######## block 1 ########
File: src/rtl/morse_pkg.sv
`default_nettype none
// ============================================================================
//  Module      : morse_pkg
//  Description : Shared element encoding and code-word helpers for the Morse
//                symbol assembly path. Code words are {length, pattern}.
//  Revision    : 1.0 - initial parametrised release
// ============================================================================
package morse_pkg;

    // Element encoding inside a pattern (LSB = newest element)
    localparam logic DOT  = 1'b0;
    localparam logic DASH = 1'b1;

    // Widest code word the helpers can describe (MAX_LEN=7 needs 11 bits)
    localparam int c_code_max_w = 16;

    // Length field must hold 0..MAX_LEN plus an all-ones marker value
    function automatic int len_w(input int max_len);
        return $clog2(max_len + 2);
    endfunction

    // SPACE: length field all ones, pattern all zeros
    function automatic logic [c_code_max_w-1:0] space_code(input int max_len);
        logic [c_code_max_w-1:0] v;
        v = '0;
        for (int i = 0; i < len_w(max_len); i++) begin
            v[max_len + i] = 1'b1;
        end
        return v;
    endfunction

    // ERROR: every bit of the code word set
    function automatic logic [c_code_max_w-1:0] error_code(input int max_len);
        logic [c_code_max_w-1:0] v;
        v = '0;
        for (int i = 0; i < max_len + len_w(max_len); i++) begin
            v[i] = 1'b1;
        end
        return v;
    endfunction

endpackage
`default_nettype wire

File: src/rtl/morse_code_fifo.sv
`default_nettype none
// ============================================================================
//  Module      : morse_code_fifo
//  Description : Synchronous first-word-fall-through FIFO. Head is presented
//                combinationally from storage; writes when full are refused
//                unless a read happens in the same cycle.
//  Revision    : 1.0 - initial release
// ============================================================================
module morse_code_fifo #(
    parameter int WIDTH = 8,
    parameter int DEPTH = 16
) (
    input  logic                       clk,
    input  logic                       reset,
    input  logic                       wr_en,
    input  logic [WIDTH-1:0]           din,
    input  logic                       rd_en,
    output logic [WIDTH-1:0]           dout,
    output logic                       full,
    output logic                       empty,
    output logic [$clog2(DEPTH+1)-1:0] level
);

    localparam int c_ptr_w = $clog2(DEPTH);
    localparam int c_lvl_w = $clog2(DEPTH + 1);

    logic [WIDTH-1:0]   r_mem [DEPTH];
    logic [c_ptr_w-1:0] r_wr_ptr;
    logic [c_ptr_w-1:0] r_rd_ptr;
    logic [c_lvl_w-1:0] r_level;
    logic               w_wr;
    logic               w_rd;

    assign empty = (r_level == '0);
    assign full  = (r_level == c_lvl_w'(DEPTH));
    assign level = r_level;
    assign dout  = r_mem[r_rd_ptr];

    // A read needs data; a write needs room or a simultaneous read
    assign w_rd = rd_en & ~empty;
    assign w_wr = wr_en & (~full | w_rd);

    // Storage array: no reset, contents are only observed while non-empty
    always_ff @(posedge clk) begin
        if (w_wr) begin
            r_mem[r_wr_ptr] <= din;
        end
    end

    // Pointers and occupancy move together; power-of-two depth wraps freely
    always_ff @(posedge clk) begin
        if (reset) begin
            r_wr_ptr <= '0;
            r_rd_ptr <= '0;
            r_level  <= '0;
        end else begin
            if (w_wr) begin
                r_wr_ptr <= r_wr_ptr + c_ptr_w'(1);
            end
            if (w_rd) begin
                r_rd_ptr <= r_rd_ptr + c_ptr_w'(1);
            end
            case ({w_wr, w_rd})
                2'b10:   r_level <= r_level + c_lvl_w'(1);
                2'b01:   r_level <= r_level - c_lvl_w'(1);
                default: r_level <= r_level;
            endcase
        end
    end

endmodule
`default_nettype wire

File: src/rtl/morse_symbol_assembler.sv
`default_nettype none
// ============================================================================
//  Module      : morse_symbol_assembler
//  Description : Accumulates dot/dash pulses into {length, pattern} letter
//                codes, closes letters on letter/word gaps, inserts SPACE and
//                ERROR codes, and queues results in a FWFT FIFO with a
//                saturating drop counter.
//  Revision    : 1.0 - initial parametrised release
// ============================================================================
module morse_symbol_assembler
    import morse_pkg::*;
#(
    parameter int MAX_LEN         = 5,
    parameter int DEPTH           = 16,
    parameter bit COLLAPSE_SPACES = 1'b1,
    parameter int LEN_W           = len_w(MAX_LEN),
    parameter int CODE_W          = LEN_W + MAX_LEN
) (
    input  logic                       clk,
    input  logic                       reset,
    input  logic                       dot,
    input  logic                       dash,
    input  logic                       lg,
    input  logic                       wg,
    output logic [CODE_W-1:0]          out_code,
    output logic                       out_valid,
    input  logic                       out_ready,
    output logic [LEN_W-1:0]           cur_len,
    output logic [MAX_LEN-1:0]         cur_pattern,
    output logic                       overlong,
    output logic [$clog2(DEPTH+1)-1:0] level,
    output logic [7:0]                 drop_count
);

    localparam logic [CODE_W-1:0] c_space   = CODE_W'(space_code(MAX_LEN));
    localparam logic [CODE_W-1:0] c_error   = CODE_W'(error_code(MAX_LEN));
    localparam logic [LEN_W-1:0]  c_max_len = LEN_W'(MAX_LEN);

    logic [LEN_W-1:0]   r_len;
    logic [MAX_LEN-1:0] r_pattern;
    logic               r_overlong;
    logic               r_space_pending;
    logic               r_last_was_space;
    logic [7:0]         r_drop_count;

    logic               w_elem;
    logic               w_elem_bit;
    logic [MAX_LEN-1:0] w_shifted;
    logic               w_close;
    logic               w_gap_ignored;
    logic               w_push;
    logic               w_letter_push;
    logic               w_space_push;
    logic [CODE_W-1:0]  w_push_data;
    logic               w_full;
    logic               w_empty;
    logic               w_pop;
    logic               w_overflow;
    logic [8:0]         w_drop_sum;

    // dot and dash together cancel out
    assign w_elem     = dot ^ dash;
    assign w_elem_bit = dash ? DASH : DOT;

    // A deferred SPACE owns this cycle; gap pulses arriving now are lost
    assign w_gap_ignored = r_space_pending & (lg | wg);
    assign w_close       = ~r_space_pending & (lg | wg) & (r_len != '0);

    // Shift the newest element in at the LSB
    generate
        if (MAX_LEN > 1) begin : g_shift_wide
            assign w_shifted = {r_pattern[MAX_LEN-2:0], w_elem_bit};
        end else begin : g_shift_single
            assign w_shifted = w_elem_bit;
        end
    endgenerate

    // Select at most one push source per cycle
    always_comb begin
        w_push        = 1'b0;
        w_letter_push = 1'b0;
        w_space_push  = 1'b0;
        w_push_data   = c_space;
        if (r_space_pending) begin
            w_push       = 1'b1;
            w_space_push = 1'b1;
        end else if (w_close) begin
            w_push        = 1'b1;
            w_letter_push = 1'b1;
            w_push_data   = r_overlong ? c_error : {r_len, r_pattern};
        end else if (wg && !(COLLAPSE_SPACES && r_last_was_space)) begin
            w_push       = 1'b1;
            w_space_push = 1'b1;
        end
    end

    assign out_valid  = ~w_empty;
    assign w_pop      = out_valid & out_ready;
    assign w_overflow = w_push & w_full & ~w_pop;
    assign w_drop_sum = {1'b0, r_drop_count} + 9'(w_overflow) + 9'(w_gap_ignored);

    // Letter accumulation, space deferral and drop accounting
    always_ff @(posedge clk) begin
        if (reset) begin
            r_len            <= '0;
            r_pattern        <= '0;
            r_overlong       <= 1'b0;
            r_space_pending  <= 1'b0;
            r_last_was_space <= 1'b0;
            r_drop_count     <= '0;
        end else begin
            if (w_close) begin
                // Closure consumed the old letter; a coincident element opens the next
                r_overlong <= 1'b0;
                if (w_elem) begin
                    r_len     <= LEN_W'(1);
                    r_pattern <= MAX_LEN'(w_elem_bit);
                end else begin
                    r_len     <= '0;
                    r_pattern <= '0;
                end
            end else if (w_elem) begin
                if (r_len < c_max_len) begin
                    r_len     <= r_len + LEN_W'(1);
                    r_pattern <= w_shifted;
                end else begin
                    r_overlong <= 1'b1;
                end
            end

            r_space_pending <= w_close & wg;

            if (w_letter_push) begin
                r_last_was_space <= 1'b0;
            end else if (w_space_push) begin
                r_last_was_space <= 1'b1;
            end

            r_drop_count <= w_drop_sum[8] ? 8'hFF : w_drop_sum[7:0];
        end
    end

    morse_code_fifo #(
        .WIDTH (CODE_W),
        .DEPTH (DEPTH)
    ) u_fifo (
        .clk   (clk),
        .reset (reset),
        .wr_en (w_push),
        .din   (w_push_data),
        .rd_en (w_pop),
        .dout  (out_code),
        .full  (w_full),
        .empty (w_empty),
        .level (level)
    );

    assign cur_len     = r_len;
    assign cur_pattern = r_pattern;
    assign overlong    = r_overlong;
    assign drop_count  = r_drop_count;

endmodule
`default_nettype wire

File: config.mk
export PLATFORM = sky130hd
export DESIGN_NAME = morse_symbol_assembler
export DESIGN_NICKNAME = d
export VERILOG_FILES = /design/src/rtl/morse_pkg.sv /design/src/rtl/morse_code_fifo.sv /design/src/rtl/morse_symbol_assembler.sv
export SDC_FILE = /design/constraint.sdc
export NUM_CORES = 1
export LEC_CHECK = 0
export ABC_CLOCK_PERIOD_IN_PS = 3200
export CORE_MARGIN = 4
export CORE_UTILIZATION = 54
export DETAILED_ROUTE_END_ITERATION = 7
export GPL_TIMING_DRIVEN = 0
export HOLD_SLACK_MARGIN = 0.1
export PLACE_DENSITY = 0.78
export SYNTH_ARGS = -nofsm -noshare
export SYNTH_HDL_FRONTEND = slang
export SYNTH_HIERARCHICAL = 1
export SYNTH_SLANG_ARGS = --single-unit
File: constraint.sdc
create_clock -name clk -period 3.2 [get_ports clk]
set_input_delay 0.64 -clock clk [delete_from_list [all_inputs] [get_ports clk]]
set_output_delay 0.64 -clock clk [all_outputs]
set_load 0.02 [all_outputs]
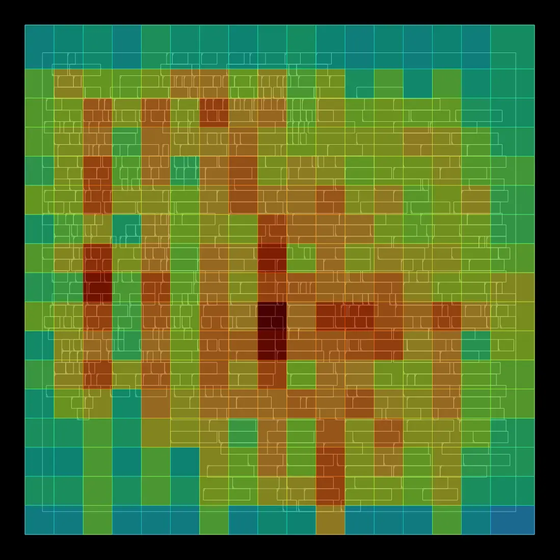
block_1/congestion_map.png
per-cell routed wire length: 20.1 um
most congested layer reported by global routing: met2
global-route usage over all layers: 20.0%
GR Util met3: 4.91%
met1 track utilization from global routing: 26.2%

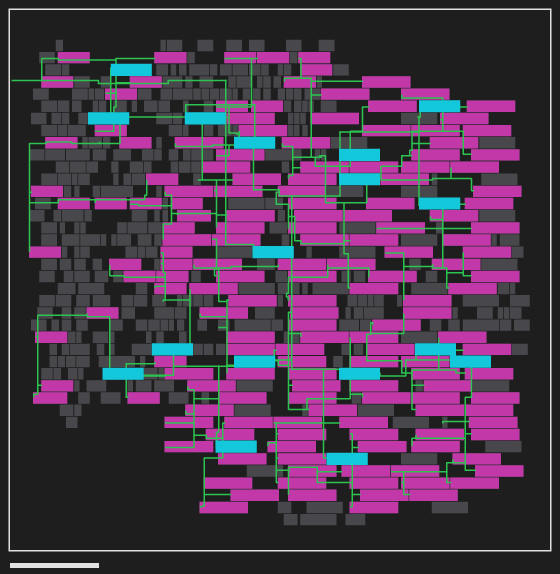
block_1/clock_wires.png
The bar under the picture is 20 um long.
legend:
  magenta:
    item: flip-flops
    count: 164
  cyan:
    item: clock-net drivers
    count: 17
  green:
    item: clock wires
    length: 1650 um
flops lie: spread over the die
routed clock nets: 18

[path summary, 6_finish.rpt]
check                    from                to  slack (ns)  cells past startpoint
max                 flip-flop       out_code[4]        0.07                      5
min          r_last_was_space  r_last_was_space        0.49                      2
min reg2reg  r_last_was_space  r_last_was_space        0.49                      2
max reg2reg   u_fifo/level[0]   u_fifo/level[4]        0.18                     11
[kinds of logic after synthesis]
| group | after synthesis |
|---|---|
| adders and majority gates | 14 |
| buffers and inverters | 39 |
| AOI/OAI and AO/OA | 74 |
| DFF | 164 |
| and+or+nand+nor | 111 |
| xor gates and xnor gates | 7 |
| muxes | 37 |
==> run summary <==
The flow completed. Register clock-pin slew on the reported worst setup and hold paths landed at 0.06 ns. Met2 global-route usage landed at 32.5%. Power attributed to the clock group is 1.77 mW.

Ratio of cells with drive above 1 in the final layout landed at 18.1%. The critical path endpoint has a required time of 2.56 ns. Combinational cell power landed at 1.48 mW.

The highest layer touched by signal routing is met4. Yosys shows that the main logic family after synthesis is multiplexers. The report puts the hold buffer count at CTS at 0. Met1 wire length landed at 5630 um. In the final layout, the fill cell count is 891. Largest net degree at the start of global routing landed at 17. The flow ran to the end, and the final reports show no timing, DRC or antenna violations.

Looking at the setup timing report, the critical path kind is reg -> out. Total negative setup slack landed at 0 ns. At the placement stage, the worst setup path has a slack of -0.687 ns. Number of cells in the yosys synthesis report landed at 446.

Leaving out the clock tree, the finished layout contains an inverter count of 18. The DRC violation total left in the routed layout is recorded as 0. Of all nets on the critical path, the largest fanout is 10. The biggest slice of the total power is consumed by sequential cells.

243 cells are multi-input combinational gates. Count of clock-net buffers in the final layout landed at 19. Clock latency on the worst-skew pair landed at 0.42 ns. Static power due to leakage landed at 2.69 nW.

Portion of total power attributed to sequential cells landed at 44.0%. Final-report max-slew violation count landed at 0. The first global-routing pass estimated 21600 um of wire.

Number of instances in the placed design landed at 651. Detailed-route wire length landed at 13700 um. Per the layout report, the design carries 56 non-clock buffers. The worst pin sits at a relative slew slack of 24.4%.

The flow reported a cell area power density of 721 nW/um^2. The detailed router placed 4032 vias in this run. Based on the critical path, the design can be clocked at up to 0.319 GHz. Post-layout net count landed at 521.

Of all flip-flops after synthesis, the portion carrying an async set or reset was 0%. A synthesized cell averages 15.4 um^2. Leaving out fill and tap cells, the most frequent cells in the layout are sky130_fd_sc_hd__edfxtp_1 (128), sky130_fd_sc_hd__dfxtp_1 (34), sky130_fd_sc_hd__mux4_2 (32). After detailed routing, the met3 layer carries 833 um of wire.

Non-clock buffering takes up 6.14% of total cell area after layout. RePlAce ended its routability-driven mode at a weighted congestion of 0.802. TritonCTS built the clock tree. The H-tree was split into 4 levels. The most critical hold endpoint after final layout shows a slack of 0.489 ns. Total setup violations reported at the end of the flow landed at 0. Number of placement rows landed at 40. Total power landed at 5.80 mW. For this design, the slowest cell found on the critical path is sky130_fd_sc_hd__mux4_2. For reference, XOR and XNOR gates occupy 0.892% of the area reported after synthesis. More flip-flops sit in one register than any other, and that register is u_fifo/r_mem.

The cell sequence reported for the critical path is buf_6 > mux4_2 > a22oi_1 > nand2_1 > clkdlybuf4s50_1. In the power breakdown, the internal column shows 4.10 mW. First-pass detailed-route iteration total landed at 4. Initial antenna violation count landed at 0. The commonest cells after synthesis are sky130_fd_sc_hd__edfxtp_1 (128), sky130_fd_sc_hd__dfxtp_1 (36), sky130_fd_sc_hd__mux4_2 (32), sky130_fd_sc_hd__nor2_1 (27), sky130_fd_sc_hd__inv_1 (17). Among logic cells in the layout, the one with the most instances is sky130_fd_sc_hd__edfxtp_1. Buffers added to address setup during post-CTS repair amount to 0.

Number of DRC violations after detailed-routing iteration 0 landed at 400.

######## block 2 ########
<file path="src/rtl/barret_rr_scheduler_if.sv">
// ---------------------------------------------------------------------------
// barret_rr_scheduler_if
// Handshake bundle between N_REQ operand producers, the shared Barrett
// reduction scheduler and the downstream residue consumer.
//   req_valid / req_data / req_ready : per-requester operand offer and accept
//   res_valid / res_data / res_id / res_ready : tagged residue output
//   idle : both reducer stages empty
// master = producer/consumer side, slave = scheduler side.
// ---------------------------------------------------------------------------
interface barret_rr_scheduler_if #(
    parameter int N_REQ = 4,
    parameter int W_IN  = 23,
    parameter int W_OUT = 12,
    parameter int ID_W  = 2
);
    logic [N_REQ-1:0]      req_valid;
    logic [N_REQ*W_IN-1:0] req_data;
    logic [N_REQ-1:0]      req_ready;
    logic                  res_valid;
    logic [W_OUT-1:0]      res_data;
    logic [ID_W-1:0]       res_id;
    logic                  res_ready;
    logic                  idle;

    modport master (
        output req_valid, req_data, res_ready,
        input  req_ready, res_valid, res_data, res_id, idle
    );

    modport slave (
        input  req_valid, req_data, res_ready,
        output req_ready, res_valid, res_data, res_id, idle
    );
endinterface

</file>
<file path="src/rtl/barret_rr_scheduler.sv">
// ---------------------------------------------------------------------------
// barret_rr_scheduler
// Round-robin arbiter in front of a two-stage pipelined Barrett reducer.
// One operand per cycle is accepted from the requester chosen by a rotating
// pointer; its residue mod Q leaves two cycles later, tagged with the index
// of the requester that supplied it. Results leave in acceptance order.
// Ports:
//   clk    : rising-edge clock
//   rst    : asynchronous active-high reset
//   s_bus  : barret_rr_scheduler_if.slave (requests, results, idle)
// ---------------------------------------------------------------------------
module barret_rr_scheduler #(
    parameter int Q     = 2213,
    parameter int MU    = 7581,
    parameter int K     = 12,
    parameter int W_IN  = 23,
    parameter int W_OUT = 12,
    parameter int N_REQ = 4,
    parameter int ID_W  = 2
) (
    input  logic                   clk,
    input  logic                   rst,
    barret_rr_scheduler_if.slave   s_bus
);

    // Datapath widths derived from the constants so the quotient estimate
    // product is never truncated.
    localparam int W_Q1   = W_IN - K;
    localparam int W_MU   = $clog2(MU + 1);
    localparam int W_PROD = W_Q1 + W_MU;
    localparam int W_T    = W_PROD - K;
    localparam int W_TQ   = W_T + W_OUT;
    localparam int W_R    = W_OUT + 2;

    logic [ID_W-1:0]  r_ptr;
    logic             r_s1_valid;
    logic [W_Q1-1:0]  r_s1_q;
    logic [W_IN-1:0]  r_s1_a;
    logic [ID_W-1:0]  r_s1_id;
    logic             r_res_valid;
    logic [W_OUT-1:0] r_res_data;
    logic [ID_W-1:0]  r_res_id;

    logic             w_en;
    logic             w_any;
    logic             w_xfer;
    logic [ID_W-1:0]  w_gnt;
    logic [ID_W-1:0]  w_idx;
    logic [N_REQ-1:0] w_ready;
    logic [W_IN-1:0]  w_opnd;

    logic [W_PROD-1:0] w_prod;
    logic [W_T-1:0]    w_t;
    logic [W_TQ-1:0]   w_tq;
    logic [W_TQ-1:0]   w_diff;
    logic [W_R-1:0]    w_r0;
    logic [W_R-1:0]    w_r1;
    logic [W_R-1:0]    w_r2;
    logic [W_OUT-1:0]  w_res;

    assign w_en = !r_res_valid || s_bus.res_ready;

    // Scan from the farthest offset down to offset 0 so the last hit, which
    // is the one closest to r_ptr, wins. Index arithmetic wraps in ID_W bits.
    always_comb begin
        w_gnt = '0;
        w_any = 1'b0;
        w_idx = '0;
        for (int k = N_REQ - 1; k >= 0; k--) begin
            w_idx = r_ptr + ID_W'(k);
            if (s_bus.req_valid[w_idx]) begin
                w_gnt = w_idx;
                w_any = 1'b1;
            end
        end
    end

    // rst gating keeps every ready low while reset is held, even though
    // w_en is 1 with the result stage cleared.
    assign w_xfer = w_en && w_any && !rst;
    assign w_opnd = s_bus.req_data[int'(w_gnt) * W_IN +: W_IN];

    always_comb begin
        w_ready = '0;
        if (w_xfer) begin
            w_ready[w_gnt] = 1'b1;
        end
    end

    // Barrett step: t underestimates floor(a/Q) by at most 2, so the raw
    // remainder sits in [0, 3Q) and two conditional subtractions finish it.
    always_comb begin
        w_prod = W_PROD'(r_s1_q) * W_PROD'(MU);
        w_t    = W_T'(w_prod >> K);
        w_tq   = W_TQ'(w_t) * W_TQ'(Q);
        w_diff = W_TQ'(r_s1_a) - w_tq;
        w_r0   = W_R'(w_diff);
        w_r1   = (w_r0 >= W_R'(Q)) ? (w_r0 - W_R'(Q)) : w_r0;
        w_r2   = (w_r1 >= W_R'(Q)) ? (w_r1 - W_R'(Q)) : w_r1;
        w_res  = W_OUT'(w_r2);
    end

    always_ff @(posedge clk or posedge rst) begin
        if (rst) begin
            r_ptr       <= '0;
            r_s1_valid  <= 1'b0;
            r_s1_q      <= '0;
            r_s1_a      <= '0;
            r_s1_id     <= '0;
            r_res_valid <= 1'b0;
            r_res_data  <= '0;
            r_res_id    <= '0;
        end else if (w_en) begin
            r_s1_valid <= w_xfer;
            if (w_xfer) begin
                r_s1_q  <= W_Q1'(w_opnd >> K);
                r_s1_a  <= w_opnd;
                r_s1_id <= w_gnt;
                r_ptr   <= w_gnt + ID_W'(1);
            end
            r_res_valid <= r_s1_valid;
            if (r_s1_valid) begin
                r_res_data <= w_res;
                r_res_id   <= r_s1_id;
            end
        end
    end

    assign s_bus.req_ready = w_ready;
    assign s_bus.res_valid = r_res_valid;
    assign s_bus.res_data  = r_res_data;
    assign s_bus.res_id    = r_res_id;
    assign s_bus.idle      = !r_s1_valid && !r_res_valid;

endmodule

</file>
<file path="src/flat_wrapper.sv">
// flat-port wrapper written by rule: the top's interface ports become plain ports
module barret_rr_scheduler_flat 
#(
    parameter int Q     = 2213,
    parameter int MU    = 7581,
    parameter int K     = 12,
    parameter int W_IN  = 23,
    parameter int W_OUT = 12,
    parameter int N_REQ = 4,
    parameter int ID_W  = 2
)
  (clk, rst, s_bus_req_valid, s_bus_req_data, s_bus_res_ready, s_bus_req_ready, s_bus_res_valid, s_bus_res_data, s_bus_res_id, s_bus_idle);
  barret_rr_scheduler_if #(.N_REQ(N_REQ), .W_IN(W_IN), .W_OUT(W_OUT), .ID_W(ID_W)) s_bus_i ();
  input  logic clk;
  input  logic rst;
  input wire logic [$bits(s_bus_i.req_valid)-1:0] s_bus_req_valid;
  input wire logic [$bits(s_bus_i.req_data)-1:0] s_bus_req_data;
  input wire logic [$bits(s_bus_i.res_ready)-1:0] s_bus_res_ready;
  output wire logic [$bits(s_bus_i.req_ready)-1:0] s_bus_req_ready;
  output wire logic [$bits(s_bus_i.res_valid)-1:0] s_bus_res_valid;
  output wire logic [$bits(s_bus_i.res_data)-1:0] s_bus_res_data;
  output wire logic [$bits(s_bus_i.res_id)-1:0] s_bus_res_id;
  output wire logic [$bits(s_bus_i.idle)-1:0] s_bus_idle;
  assign s_bus_i.req_valid = s_bus_req_valid;
  assign s_bus_i.req_data = s_bus_req_data;
  assign s_bus_i.res_ready = s_bus_res_ready;
  assign s_bus_req_ready = s_bus_i.req_ready;
  assign s_bus_res_valid = s_bus_i.res_valid;
  assign s_bus_res_data = s_bus_i.res_data;
  assign s_bus_res_id = s_bus_i.res_id;
  assign s_bus_idle = s_bus_i.idle;
  barret_rr_scheduler #(.Q(Q), .MU(MU), .K(K), .W_IN(W_IN), .W_OUT(W_OUT), .N_REQ(N_REQ), .ID_W(ID_W)) u_core (.clk(clk), .rst(rst), .s_bus(s_bus_i));
endmodule
</file>
<file path="config.mk">
export PLATFORM = sky130hd
export DESIGN_NAME = barret_rr_scheduler_flat
export DESIGN_NICKNAME = d
export VERILOG_FILES = /design/src/rtl/barret_rr_scheduler_if.sv /design/src/rtl/barret_rr_scheduler.sv /design/src/flat_wrapper.sv
export SDC_FILE = /design/constraint.sdc
export NUM_CORES = 1
export LEC_CHECK = 0
export ABC_AREA = 1
export CAP_MARGIN = 25
export CORE_AREA = 5 5 136 138
export DETAILED_ROUTE_END_ITERATION = 8
export DIE_AREA = 0 0 141 143
export PLACE_DENSITY = 0.86
export SYNTH_ARGS = -nofsm -noshare
export SYNTH_HDL_FRONTEND = slang
export SYNTH_SLANG_ARGS = --single-unit
</file>
<file path="constraint.sdc">
create_clock -name clk -period 10.05 [get_ports clk]
set_input_delay 2.01 -clock clk [delete_from_list [all_inputs] [get_ports clk]]
set_output_delay 2.01 -clock clk [all_outputs]
set_load 0.02 [all_outputs]
</file>
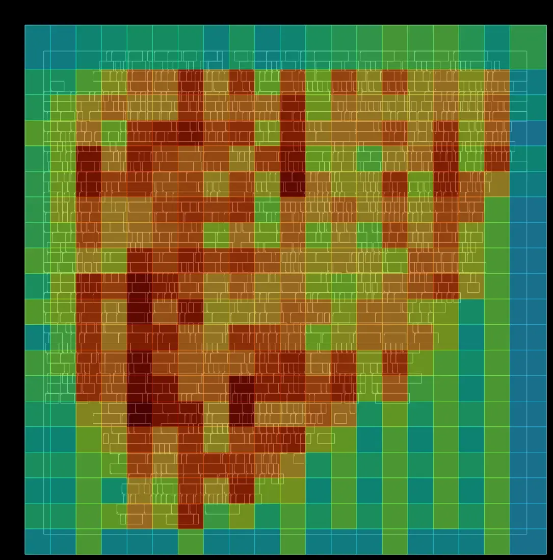
block_2/congestion_map.png
met1 track utilization from global routing: 26.9%
per-cell routed wire length: 16.4 um
GR Util met3: 2.68%
routing usage on met2: 40.3%
final core utilization: 63.2%

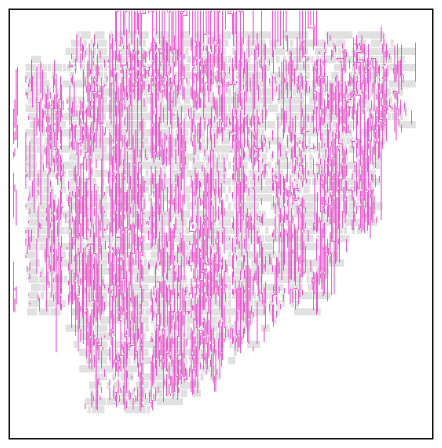
block_2/m2.png
main direction: vertical
wire length on this layer: 12900 um
longest straight run: 43.5 um
drt total wl: 25000 um
detailed-route via count: 8235

==> run summary <==
The flow completed. The flow ran to the end, and the final reports show no timing, DRC or antenna violations. The library cell used most frequently in the layout, excluding fill and tap cells, is sky130_fd_sc_hd__nand2_1. For reference, the top cells by count after synthesis are sky130_fd_sc_hd__nand2_1 (257), sky130_fd_sc_hd__inv_1 (217), sky130_fd_sc_hd__ha_1 (131), sky130_fd_sc_hd__nor2_1 (91), sky130_fd_sc_hd__fa_1 (74). Number of library cell types mapped by synthesis landed at 46. Max-cap violations in this run came to 0.

The critical path in the final layout is reported with a setup slack of 0.212 ns. Boundary pin count landed at 119. Looking at the reg2reg group, the worst path ends at u_core.s_bus.res_data[9]. The cell count after synthesis came out at 1135. After synthesis, the chip area reported by Yosys is 8390 um^2. Floorplan die area landed at 20200 um^2. 0 antenna diodes ended up in the layout. In this run the cell area of the synthesized design comes to 8390 um^2.

Number of H-tree levels landed at 2. The layout report lists the combined flip-flop and latch area as 1080 um^2. Number of warning messages in the logs landed at 42.

The portion of synthesized area spent on multiplexers is 0.835%. Per the synthesis report, the dominant area consumer among library cells is sky130_fd_sc_hd__ha_1. Met1 wire length landed at 9540 um. The HPWL after detailed placement is 19000 um. In the final report, the number of hold violations comes to 0. From synthesis to final layout, the design area changed by 28.5%. The highest layer touched by signal routing is met4.

Total negative setup slack landed at 0 ns. Cell area after layout landed at 10800 um^2. Flip-flop and latch count after synthesis landed at 43.

Via count of the first global-routing pass landed at 8082. The post-CTS hold buffer count recorded in the log is 0. In this run the number of cells on the critical path is 46. Horizontal extent of the die landed at 141 um. Clock skew after layout landed at 0.00812 ns.
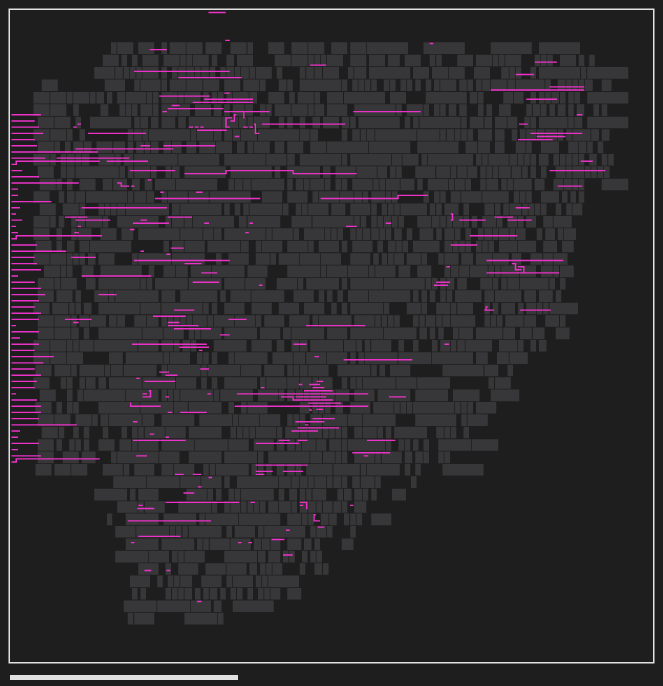
block_2/m3.png
The bar under the picture is 50 um long.
wire length on this layer: 1330 um
share of all routed wire: 5.4%
longest straight run: 29.0 um
main direction: horizontal
nets with wire on the layer: 181

final cells by class:
type,count,area share [%]
multi-input combinational,843,63.0
clock inverter,1,0.0697
timing repair buffer,170,14.8
clock buffer,7,1.42
sequential,43,10.1
inverter,233,8.14
tap,225,2.61
registers in the layout, indices dropped and copies added (netlist names):
signal	count
u_core.r_s1_a	13
u_core.s_bus.res_id	2
u_core.r_s1_valid	1
u_core.s_bus.res_data	12
u_core.s_bus.res_valid	1
u_core.r_s1_q	10
u_core.r_s1_id	2
u_core.r_ptr	2

######## block 3 ########
block_3/m2.png
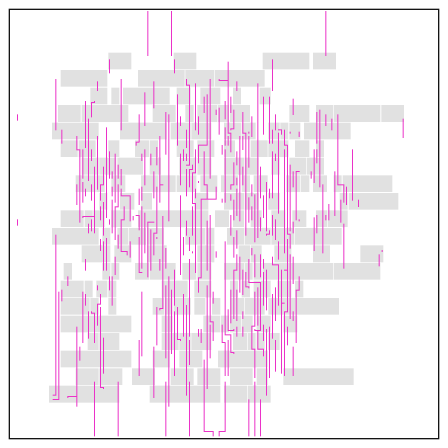
block_3/congestion_map.png
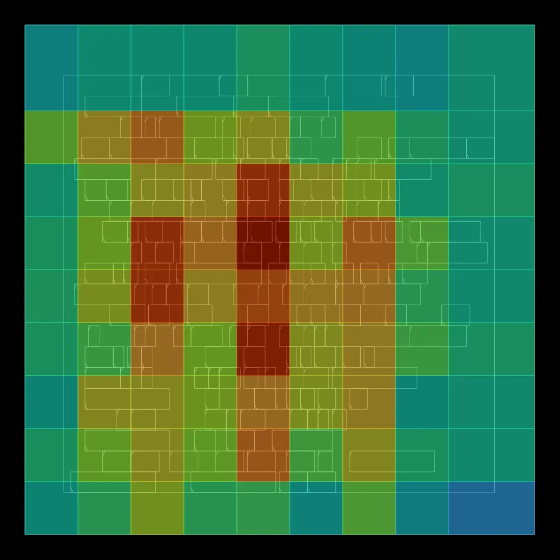
### config.mk
export PLATFORM = sky130hd
export DESIGN_NAME = traffic_light_ctrl
export DESIGN_NICKNAME = d
export VERILOG_FILES = /design/src/rtl/traffic_pkg.sv /design/src/rtl/phase_timer.sv /design/src/rtl/traffic_light_ctrl.sv
export SDC_FILE = /design/constraint.sdc
export NUM_CORES = 1
export LEC_CHECK = 0
export CAP_MARGIN = 25
export CORE_MARGIN = 5
export CORE_UTILIZATION = 45
export DETAILED_ROUTE_END_ITERATION = 10
export PLACE_DENSITY_LB_ADDON = 0.2
export SETUP_SLACK_MARGIN = 0.5
export SLEW_MARGIN = 0
export SYNTH_ARGS = -nofsm -noshare
export SYNTH_HDL_FRONTEND = slang
export SYNTH_HIERARCHICAL = 1
export SYNTH_SLANG_ARGS = --single-unit
### constraint.sdc
create_clock -name clk -period 3.31 [get_ports clk]
set_input_delay 0.8275 -clock clk [delete_from_list [all_inputs] [get_ports clk]]
set_output_delay 0.8275 -clock clk [all_outputs]
set_load 0.01 [all_outputs]
### src/rtl/traffic_pkg.sv
// Light encodings, one-hot controller states and the light decode
// shared by the intersection controller and its testbench.
package traffic_pkg;

  typedef enum logic [1:0] {
    LT_RED    = 2'd0,
    LT_GREEN  = 2'd1,
    LT_YELLOW = 2'd2,
    LT_OFF    = 2'd3
  } light_t;

  typedef enum logic [6:0] {
    S_EW_GREEN  = 7'b000_0001,
    S_EW_YELLOW = 7'b000_0010,
    S_ALLRED_A  = 7'b000_0100,
    S_NS_GREEN  = 7'b000_1000,
    S_NS_YELLOW = 7'b001_0000,
    S_ALLRED_B  = 7'b010_0000,
    S_FLASH     = 7'b100_0000
  } state_t;

  typedef struct packed {
    light_t ew;
    light_t ns;
  } lights_t;

  function automatic lights_t state_lights(
    input state_t s,
    input logic   blink_off
  );
    lights_t l;
    l.ew = LT_RED;
    l.ns = LT_RED;
    case (s)
      S_EW_GREEN:  l.ew = LT_GREEN;
      S_EW_YELLOW: l.ew = LT_YELLOW;
      S_NS_GREEN:  l.ns = LT_GREEN;
      S_NS_YELLOW: l.ns = LT_YELLOW;
      S_FLASH: begin
        l.ew = blink_off ? LT_OFF : LT_YELLOW;
        l.ns = blink_off ? LT_OFF : LT_YELLOW;
      end
      default: ;
    endcase
    return l;
  endfunction

endpackage

### src/rtl/phase_timer.sv
// Loadable down-counter timing each controller phase; holds at zero
// when not reloaded.
module phase_timer #(
  parameter int CNT_W = 8
) (
  input  logic             clk,
  input  logic             load,
  input  logic [CNT_W-1:0] load_val,
  output logic [CNT_W-1:0] cnt,
  output logic             zero
);

  localparam logic [CNT_W-1:0] ONE = 1;

  logic [CNT_W-1:0] cnt_q;
  logic [CNT_W-1:0] cnt_d;

  always_comb begin
    cnt_d = cnt_q;
    if (load)
      cnt_d = load_val;
    else if (cnt_q != '0)
      cnt_d = cnt_q - ONE;
  end

  always_ff @(posedge clk) begin
    cnt_q <= cnt_d;
  end

  assign cnt  = cnt_q;
  assign zero = (cnt_q == '0);

endmodule

### src/rtl/traffic_light_ctrl.sv
// Two-road intersection controller with all-red clearance, pedestrian
// walk phase, night flash mode and a phase countdown output.
module traffic_light_ctrl
  import traffic_pkg::*;
#(
  parameter int CNT_W         = 8,
  parameter int GREEN_CYCLES  = 25,
  parameter int YELLOW_CYCLES = 5,
  parameter int ALLRED_CYCLES = 2,
  parameter int MIN_GREEN     = 10,
  parameter int WALK_CYCLES   = 8,
  parameter int FLASH_HALF    = 4
) (
  input  logic             clk,
  input  logic             rst,
  input  logic             ped_req,
  input  logic             flash,
  output logic [1:0]       e_west,
  output logic [1:0]       s_north,
  output logic             ped_walk,
  output logic [CNT_W-1:0] remain
);

  localparam longint MAX_DUR = longint'(1) << CNT_W;

  if (GREEN_CYCLES < 1 || YELLOW_CYCLES < 1 ||
      ALLRED_CYCLES < 1 || WALK_CYCLES < 1 ||
      FLASH_HALF < 1) begin : g_bad_min
    $error("traffic_light_ctrl: durations must be >= 1");
  end

  if (MIN_GREEN < 1 || MIN_GREEN > GREEN_CYCLES) begin : g_bad_mg
    $error("traffic_light_ctrl: need 1 <= MIN_GREEN <= GREEN_CYCLES");
  end

  if (GREEN_CYCLES > MAX_DUR || YELLOW_CYCLES > MAX_DUR ||
      ALLRED_CYCLES > MAX_DUR || WALK_CYCLES > MAX_DUR ||
      FLASH_HALF > MAX_DUR) begin : g_bad_max
    $error("traffic_light_ctrl: duration exceeds counter range");
  end

  localparam logic [CNT_W-1:0] GREEN_LD  = CNT_W'(GREEN_CYCLES - 1);
  localparam logic [CNT_W-1:0] YELLOW_LD = CNT_W'(YELLOW_CYCLES - 1);
  localparam logic [CNT_W-1:0] ALLRED_LD = CNT_W'(ALLRED_CYCLES - 1);
  localparam logic [CNT_W-1:0] WALK_LD   = CNT_W'(WALK_CYCLES - 1);
  localparam logic [CNT_W-1:0] FLASH_LD  = CNT_W'(FLASH_HALF - 1);
  localparam logic [CNT_W-1:0] GREEN_CUT =
    CNT_W'(GREEN_CYCLES - MIN_GREEN);

  state_t           state_q;
  state_t           state_d;
  logic             ped_pend_q;
  logic             ped_pend_d;
  logic             walk_q;
  logic             walk_d;
  logic             blink_q;
  logic             blink_d;
  lights_t          lights_q;
  lights_t          lights_d;
  logic             ped_walk_q;
  logic             ped_walk_d;

  logic             ld;
  logic [CNT_W-1:0] ld_val;
  logic [CNT_W-1:0] cnt;
  logic             cnt_zero;

  phase_timer #(
    .CNT_W(CNT_W)
  ) u_timer (
    .clk     (clk),
    .load    (ld),
    .load_val(ld_val),
    .cnt     (cnt),
    .zero    (cnt_zero)
  );

  // walk_q marks a green that ended with a request pending; it selects
  // the walk all-red after the following yellow.
  always_comb begin
    state_d    = state_q;
    ped_pend_d = ped_pend_q | ped_req;
    walk_d     = walk_q;
    blink_d    = blink_q;
    ld         = 1'b0;
    ld_val     = '0;

    case (state_q)
      S_EW_GREEN, S_NS_GREEN: begin
        if (cnt_zero || (ped_pend_q && cnt <= GREEN_CUT)) begin
          state_d = (state_q == S_EW_GREEN) ? S_EW_YELLOW
                                            : S_NS_YELLOW;
          walk_d  = ped_pend_q;
          ld      = 1'b1;
          ld_val  = YELLOW_LD;
        end
      end
      S_EW_YELLOW, S_NS_YELLOW: begin
        if (cnt_zero) begin
          state_d = (state_q == S_EW_YELLOW) ? S_ALLRED_A
                                             : S_ALLRED_B;
          ld      = 1'b1;
          ld_val  = walk_q ? WALK_LD : ALLRED_LD;
          if (walk_q)
            ped_pend_d = 1'b0;
        end
      end
      S_ALLRED_A, S_ALLRED_B: begin
        if (walk_q)
          ped_pend_d = 1'b0;
        if (cnt_zero) begin
          walk_d = 1'b0;
          ld     = 1'b1;
          if (flash) begin
            state_d    = S_FLASH;
            ld_val     = FLASH_LD;
            blink_d    = 1'b0;
            ped_pend_d = 1'b0;
          end else begin
            state_d = (state_q == S_ALLRED_A) ? S_NS_GREEN
                                              : S_EW_GREEN;
            ld_val  = GREEN_LD;
          end
        end
      end
      S_FLASH: begin
        ped_pend_d = 1'b0;
        if (!flash) begin
          state_d = S_ALLRED_B;
          ld      = 1'b1;
          ld_val  = ALLRED_LD;
        end else if (cnt_zero) begin
          blink_d = ~blink_q;
          ld      = 1'b1;
          ld_val  = FLASH_LD;
        end
      end
      default: begin
        state_d    = S_EW_GREEN;
        ped_pend_d = 1'b0;
        walk_d     = 1'b0;
        blink_d    = 1'b0;
        ld         = 1'b1;
        ld_val     = GREEN_LD;
      end
    endcase

    if (!rst) begin
      state_d    = S_EW_GREEN;
      ped_pend_d = 1'b0;
      walk_d     = 1'b0;
      blink_d    = 1'b0;
      ld         = 1'b1;
      ld_val     = GREEN_LD;
    end

    lights_d   = state_lights(state_d, blink_d);
    ped_walk_d = walk_d &&
                 (state_d == S_ALLRED_A || state_d == S_ALLRED_B);
  end

  always_ff @(posedge clk) begin
    state_q    <= state_d;
    ped_pend_q <= ped_pend_d;
    walk_q     <= walk_d;
    blink_q    <= blink_d;
    lights_q   <= lights_d;
    ped_walk_q <= ped_walk_d;
  end

  assign e_west   = lights_q.ew;
  assign s_north  = lights_q.ns;
  assign ped_walk = ped_walk_q;
  assign remain   = cnt;

endmodule

==> run summary <==
The flow completed. In the floorplan report the effective utilization is 46.8%. Combinational gate count landed at 128. Number of flip-flops under the largest register name landed at 8. Non-clock buffer contribution to total cell area landed at 12.1%.

Combinational fraction of the cell area landed at 49.6%. Total congestion overflow after global routing landed at 0. The synthesized netlist was found by Yosys to have 167 cells.

Yosys attributes the largest share of cell area to sky130_fd_sc_hd__dfxtp_1 (21%), sky130_fd_sc_hd__edfxtp_1 (17%), sky130_fd_sc_hd__nor2_1 (3.9%). Hold path depth landed at 2. The synthesized design spends more area on one cell type than any other, namely sky130_fd_sc_hd__dfxtp_1. The repair_antennas step left the layout with diodes totalling 0.

Count of yosys warnings during synthesis landed at 6. The timing report attributes the biggest portion of critical-path delay to simple AND/OR/NAND/NOR gates. Multiplexer share of the synthesized area landed at 1.40%. Count of clock-net buffers in the final layout landed at 3. In the final routed layout, each cell accounts on average for 14.8 um.

Buffers added to address setup during post-CTS repair amount to 0. The clock drives 23 sinks. Endpoint arrival time on the critical path landed at 2.89 ns. The run finished with clean final reports. Via count of the first global-routing pass landed at 1228. The worst hold path terminates at blink_q.

STA lists the startpoint of the worst register-to-register path as state_q[3]. Combinational group share of total power landed at 43.0%. The placement stage leaves a total instance area of 1640 um^2. The layout report lists the multi-input gate area as 838 um^2. Residual DRC count landed at 0. Die boundary height landed at 66.4 um. Detailed-route iteration 0 reported a violation count of 88.

Per the hold report, the tightest min-delay path originates at blink_q. Clock latency on the worst-skew pair landed at 0.31 ns. Clock-cell share of area landed at 1.63%.

Yosys reported a register bit count of 23. Across all register-to-register paths, the minimum setup slack is 0.61 ns. Number of synthesized flops with an enable pin landed at 8. After Yosys synthesis, XOR and XNOR cells account for 4.29% of the synthesized area. Register fraction of the total cell area landed at 32.2%. Clock skew after layout landed at 0.00238 ns. Final-report max-slew violation count landed at 0. Summed standard-cell area reported by yosys landed at 1430 um^2.

The number of gates resized after CTS was 1. Per the detail_route report, vias per standard cell equal 5.60. The first global-routing pass estimated 5890 um of wire.
## Picture notes: block_3/m2.png
share of all routed wire: 45%
main direction: vertical
longest straight run: 24.8 um
wire length on this layer: 1510 um
nets with wire on the layer: 154
drt total wl: 3340 um
routing usage on met2: 25.7%
detailed-route via count: 1266

## Picture notes: block_3/congestion_map.png
final core utilization: 55.3%
met1 track utilization from global routing: 25.9%
most congested layer reported by global routing: met1
global-route usage over all layers: 17.2%
GR Util met3: 2.04%

## power by group through the flow
| stage | sequential [mW] | clock, mW | combinational (mW) |
|---|---|---|---|
| 6_report | 0.479 | 0.135 | 0.463 |
| 5_1_grt | 0.488 | 0.155 | 0.509 |
| 4_1_cts | 0.467 | 0.141 | 0.457 |
| 3_5_place_dp | 0.474 | 0 | 0.450 |
| 3_3_place_gp | 0.469 | 0 | 0.442 |
| 2_1_floorplan | 0.466 | 0 | 0.278 |
## per-layer routing
layer / share of wire (%) / wire length (um)
met5: 0 / 0
met4: 0.36 / 12
met3: 3.1 / 103
met2: 45 / 1510
met1: 51 / 1720

######## block 4 ########
`src/rtl/imem_arbiter.sv`:
```
// imem_arbiter
// Shares one single-port synchronous instruction memory between the fetch
// unit (read-only) and the loader/debug port (read/write). At most one access
// is granted per cycle. Read data returns one cycle later on the port of the
// master that issued the read.
//
// Ports:
//   clk, reset                 clock and asynchronous active-high reset
//   f_req, f_addr              fetch read request
//   f_gnt                      fetch accepted this cycle (combinational)
//   f_rvalid, f_rdata          fetch read data, one cycle after f_gnt
//   l_req, l_we, l_lock,
//   l_addr, l_wdata            loader request, write flag, lock request, address, data
//   l_gnt                      loader accepted this cycle (combinational)
//   l_rvalid, l_rdata          loader read data, one cycle after a granted read
//   m_en, m_we, m_addr,
//   m_wdata, m_rdata           memory macro interface
module imem_arbiter #(
  parameter int ADDR_WIDTH = 8,
  parameter int DATA_WIDTH = 16,
  parameter int MAX_LOCK   = 16
) (
  input  logic                  clk,
  input  logic                  reset,
  input  logic                  f_req,
  input  logic [ADDR_WIDTH-1:0] f_addr,
  output logic                  f_gnt,
  output logic                  f_rvalid,
  output logic [DATA_WIDTH-1:0] f_rdata,
  input  logic                  l_req,
  input  logic                  l_we,
  input  logic                  l_lock,
  input  logic [ADDR_WIDTH-1:0] l_addr,
  input  logic [DATA_WIDTH-1:0] l_wdata,
  output logic                  l_gnt,
  output logic                  l_rvalid,
  output logic [DATA_WIDTH-1:0] l_rdata,
  output logic                  m_en,
  output logic                  m_we,
  output logic [ADDR_WIDTH-1:0] m_addr,
  output logic [DATA_WIDTH-1:0] m_wdata,
  input  logic [DATA_WIDTH-1:0] m_rdata
);

  localparam int CNT_W = $clog2(MAX_LOCK + 1);

  typedef enum logic {OWN_FETCH = 1'b0, OWN_LOADER = 1'b1} owner_t;
  typedef enum logic {UNLOCKED = 1'b0, LOCKED = 1'b1} lock_state_t;

  owner_t           last_owner;
  owner_t           rd_owner;
  logic             rd_valid;
  lock_state_t      lock_state, lock_state_next;
  logic [CNT_W-1:0] lock_cnt, lock_cnt_next;

  // Grant selection. While locked the loader owns the memory as long as it
  // keeps requesting; once it drops l_req the lock is void, so the normal
  // round-robin path lets a waiting fetch in during that same cycle.
  always_comb begin
    f_gnt = 1'b0;
    l_gnt = 1'b0;
    if (lock_state == LOCKED && l_req) begin
      l_gnt = 1'b1;
    end else if (f_req && l_req) begin
      if (last_owner == OWN_LOADER) f_gnt = 1'b1;
      else                          l_gnt = 1'b1;
    end else if (f_req) begin
      f_gnt = 1'b1;
    end else if (l_req) begin
      l_gnt = 1'b1;
    end
  end

  // Memory port steering; write data is a plain pass-through.
  always_comb begin
    m_en    = f_gnt | l_gnt;
    m_we    = l_gnt & l_we;
    m_addr  = l_gnt ? l_addr : f_addr;
    m_wdata = l_wdata;
  end

  // Lock next-state. The counter includes the grant that entered the lock;
  // the grant that brings it to MAX_LOCK releases the lock so the loader,
  // now last_owner, loses the next tie to fetch.
  always_comb begin
    lock_state_next = lock_state;
    lock_cnt_next   = lock_cnt;
    if (l_gnt) begin
      if (l_lock && lock_cnt != CNT_W'(MAX_LOCK - 1)) begin
        lock_state_next = LOCKED;
        lock_cnt_next   = lock_cnt + CNT_W'(1);
      end else begin
        lock_state_next = UNLOCKED;
        lock_cnt_next   = '0;
      end
    end else if (lock_state == LOCKED) begin
      lock_state_next = UNLOCKED;
      lock_cnt_next   = '0;
    end
  end

  // State registers: lock FSM, round-robin owner and read-return tag.
  always_ff @(posedge clk or posedge reset) begin
    if (reset) begin
      lock_state <= UNLOCKED;
      lock_cnt   <= '0;
      last_owner <= OWN_LOADER;
      rd_valid   <= 1'b0;
      rd_owner   <= OWN_FETCH;
    end else begin
      lock_state <= lock_state_next;
      lock_cnt   <= lock_cnt_next;
      if (l_gnt)      last_owner <= OWN_LOADER;
      else if (f_gnt) last_owner <= OWN_FETCH;
      rd_valid <= f_gnt | (l_gnt & ~l_we);
      rd_owner <= l_gnt ? OWN_LOADER : OWN_FETCH;
    end
  end

  // Read return: data is shared, the tag decides which port sees rvalid.
  always_comb begin
    f_rvalid = rd_valid && (rd_owner == OWN_FETCH);
    l_rvalid = rd_valid && (rd_owner == OWN_LOADER);
    f_rdata  = m_rdata;
    l_rdata  = m_rdata;
  end

endmodule
```
`config.mk`:
```
export PLATFORM = sky130hd
export DESIGN_NAME = imem_arbiter
export DESIGN_NICKNAME = d
export VERILOG_FILES = /design/src/rtl/imem_arbiter.sv
export SDC_FILE = /design/constraint.sdc
export NUM_CORES = 1
export LEC_CHECK = 0
export CELL_PAD_IN_SITES_DETAIL_PLACEMENT = 2
export CELL_PAD_IN_SITES_GLOBAL_PLACEMENT = 2
export CORE_ASPECT_RATIO = 1.1
export CORE_MARGIN = 2
export CORE_UTILIZATION = 11
export DETAILED_ROUTE_END_ITERATION = 10
export PLACE_DENSITY = 0.83
export SYNTH_ARGS = -nofsm -noshare
export SYNTH_HDL_FRONTEND = slang
export SYNTH_SLANG_ARGS = --single-unit
```
`constraint.sdc`:
```
create_clock -name clk -period 1.65 [get_ports clk]
set_input_delay 0.4125 -clock clk [delete_from_list [all_inputs] [get_ports clk]]
set_output_delay 0.4125 -clock clk [all_outputs]
set_load 0.1 [all_outputs]
```
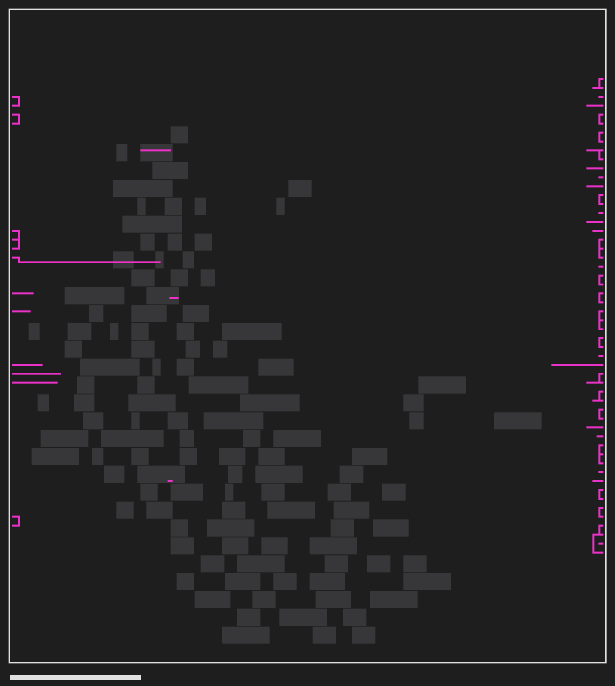
block_4/m3.png
The bar under the picture is 20 um long.
wire length on this layer: 149 um
nets with wire on the layer: 33
longest straight run: 21.4 um

==> run summary <==
The flow completed. The flow reported a cell area power density of 845 nW/um^2. Number of maximum-capacitance violations landed at 0. Number of cells in the yosys synthesis report landed at 100. From synthesis to final layout, the design area changed by 59.2%. In the final layout, the share of cells above drive strength 1 is 57.3%.

Per-cell via count in the routed design landed at 2.99. In this run the static leakage power is 0.646 nW. The register with the most flip-flops in the final layout is lock_cnt. The most critical setup path has its endpoint at m_addr[6].

Total congestion overflow after global routing landed at 0. TritonCTS sink count landed at 9. The cell count after synthesis came out at 100.

Met2 global-route usage landed at 12.2%. Before placement the cells fill 11.4% of the core. The run finished, with violations left. Highest net fanout along the worst path landed at 4.

The final route contains 651 vias. Horizontal extent of the die landed at 90.6 um. Floorplan die area landed at 8990 um^2. The post-route utilization of the core is recorded as 18.2%. From the final report, the count of setup violators was given as 11. Of all the cell area in the finished design, non-clock buffers hold 43.4%. Via count of the first global-routing pass landed at 799. The register with the most flip-flops in the layout has 5 of them. Total length of routed met2 wires landed at 1620 um.

Final period demand of the worst path landed at 1.98 ns. Final setup slack of the worst path landed at -0.332 ns. The checks that failed: negative setup slack.
power by group:
group / switching (mW) / internal [mW] / leakage [nW]
registers: 0.0301 / 0.256 / 0.115
clock network: 0.104 / 0.166 / 0.0255
logic: 0.370 / 0.295 / 0.505
cell families after synthesis:
kind of cell / synth area share [%]
buffers and inverters: 42.6
AND/OR/NAND/NOR: 11.3
multiplexers: 11.0
flip-flops: 25.0
adder cells (fa/ha/maj): 2.76
AND-OR/OR-AND: 7.31


==> notes/layouts.md <==
Pictures saved along the way, in no particular order.

Signal wires by layer.
shot_01.png
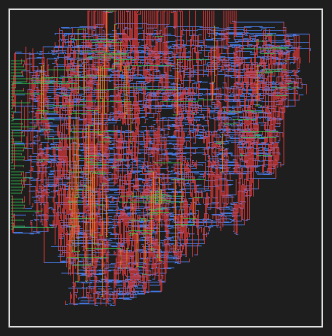
shot_02.png
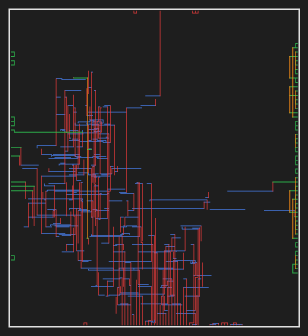
shot_03.png
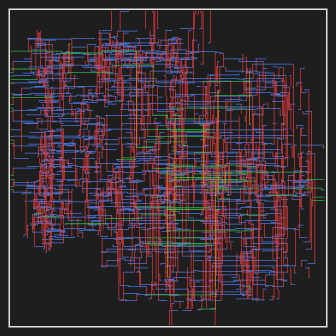
shot_04.png
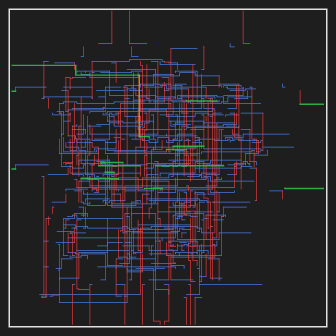
shot_01.png comes from block 2.
shot_03.png comes from block 1.
shot_04.png comes from block 3.
shot_02.png comes from block 4.

Key to shot_01.png:
legend:
  red:
    layer: M2
    wire_length: 12900 um
  orange:
    layer: M4
    wire_length: 1220 um
  green:
    layer: M3
    wire_length: 1330 um
  blue:
    layer: M1
    wire_length: 9540 um

No activity file was given, so power comes from the tool's default toggle rates.
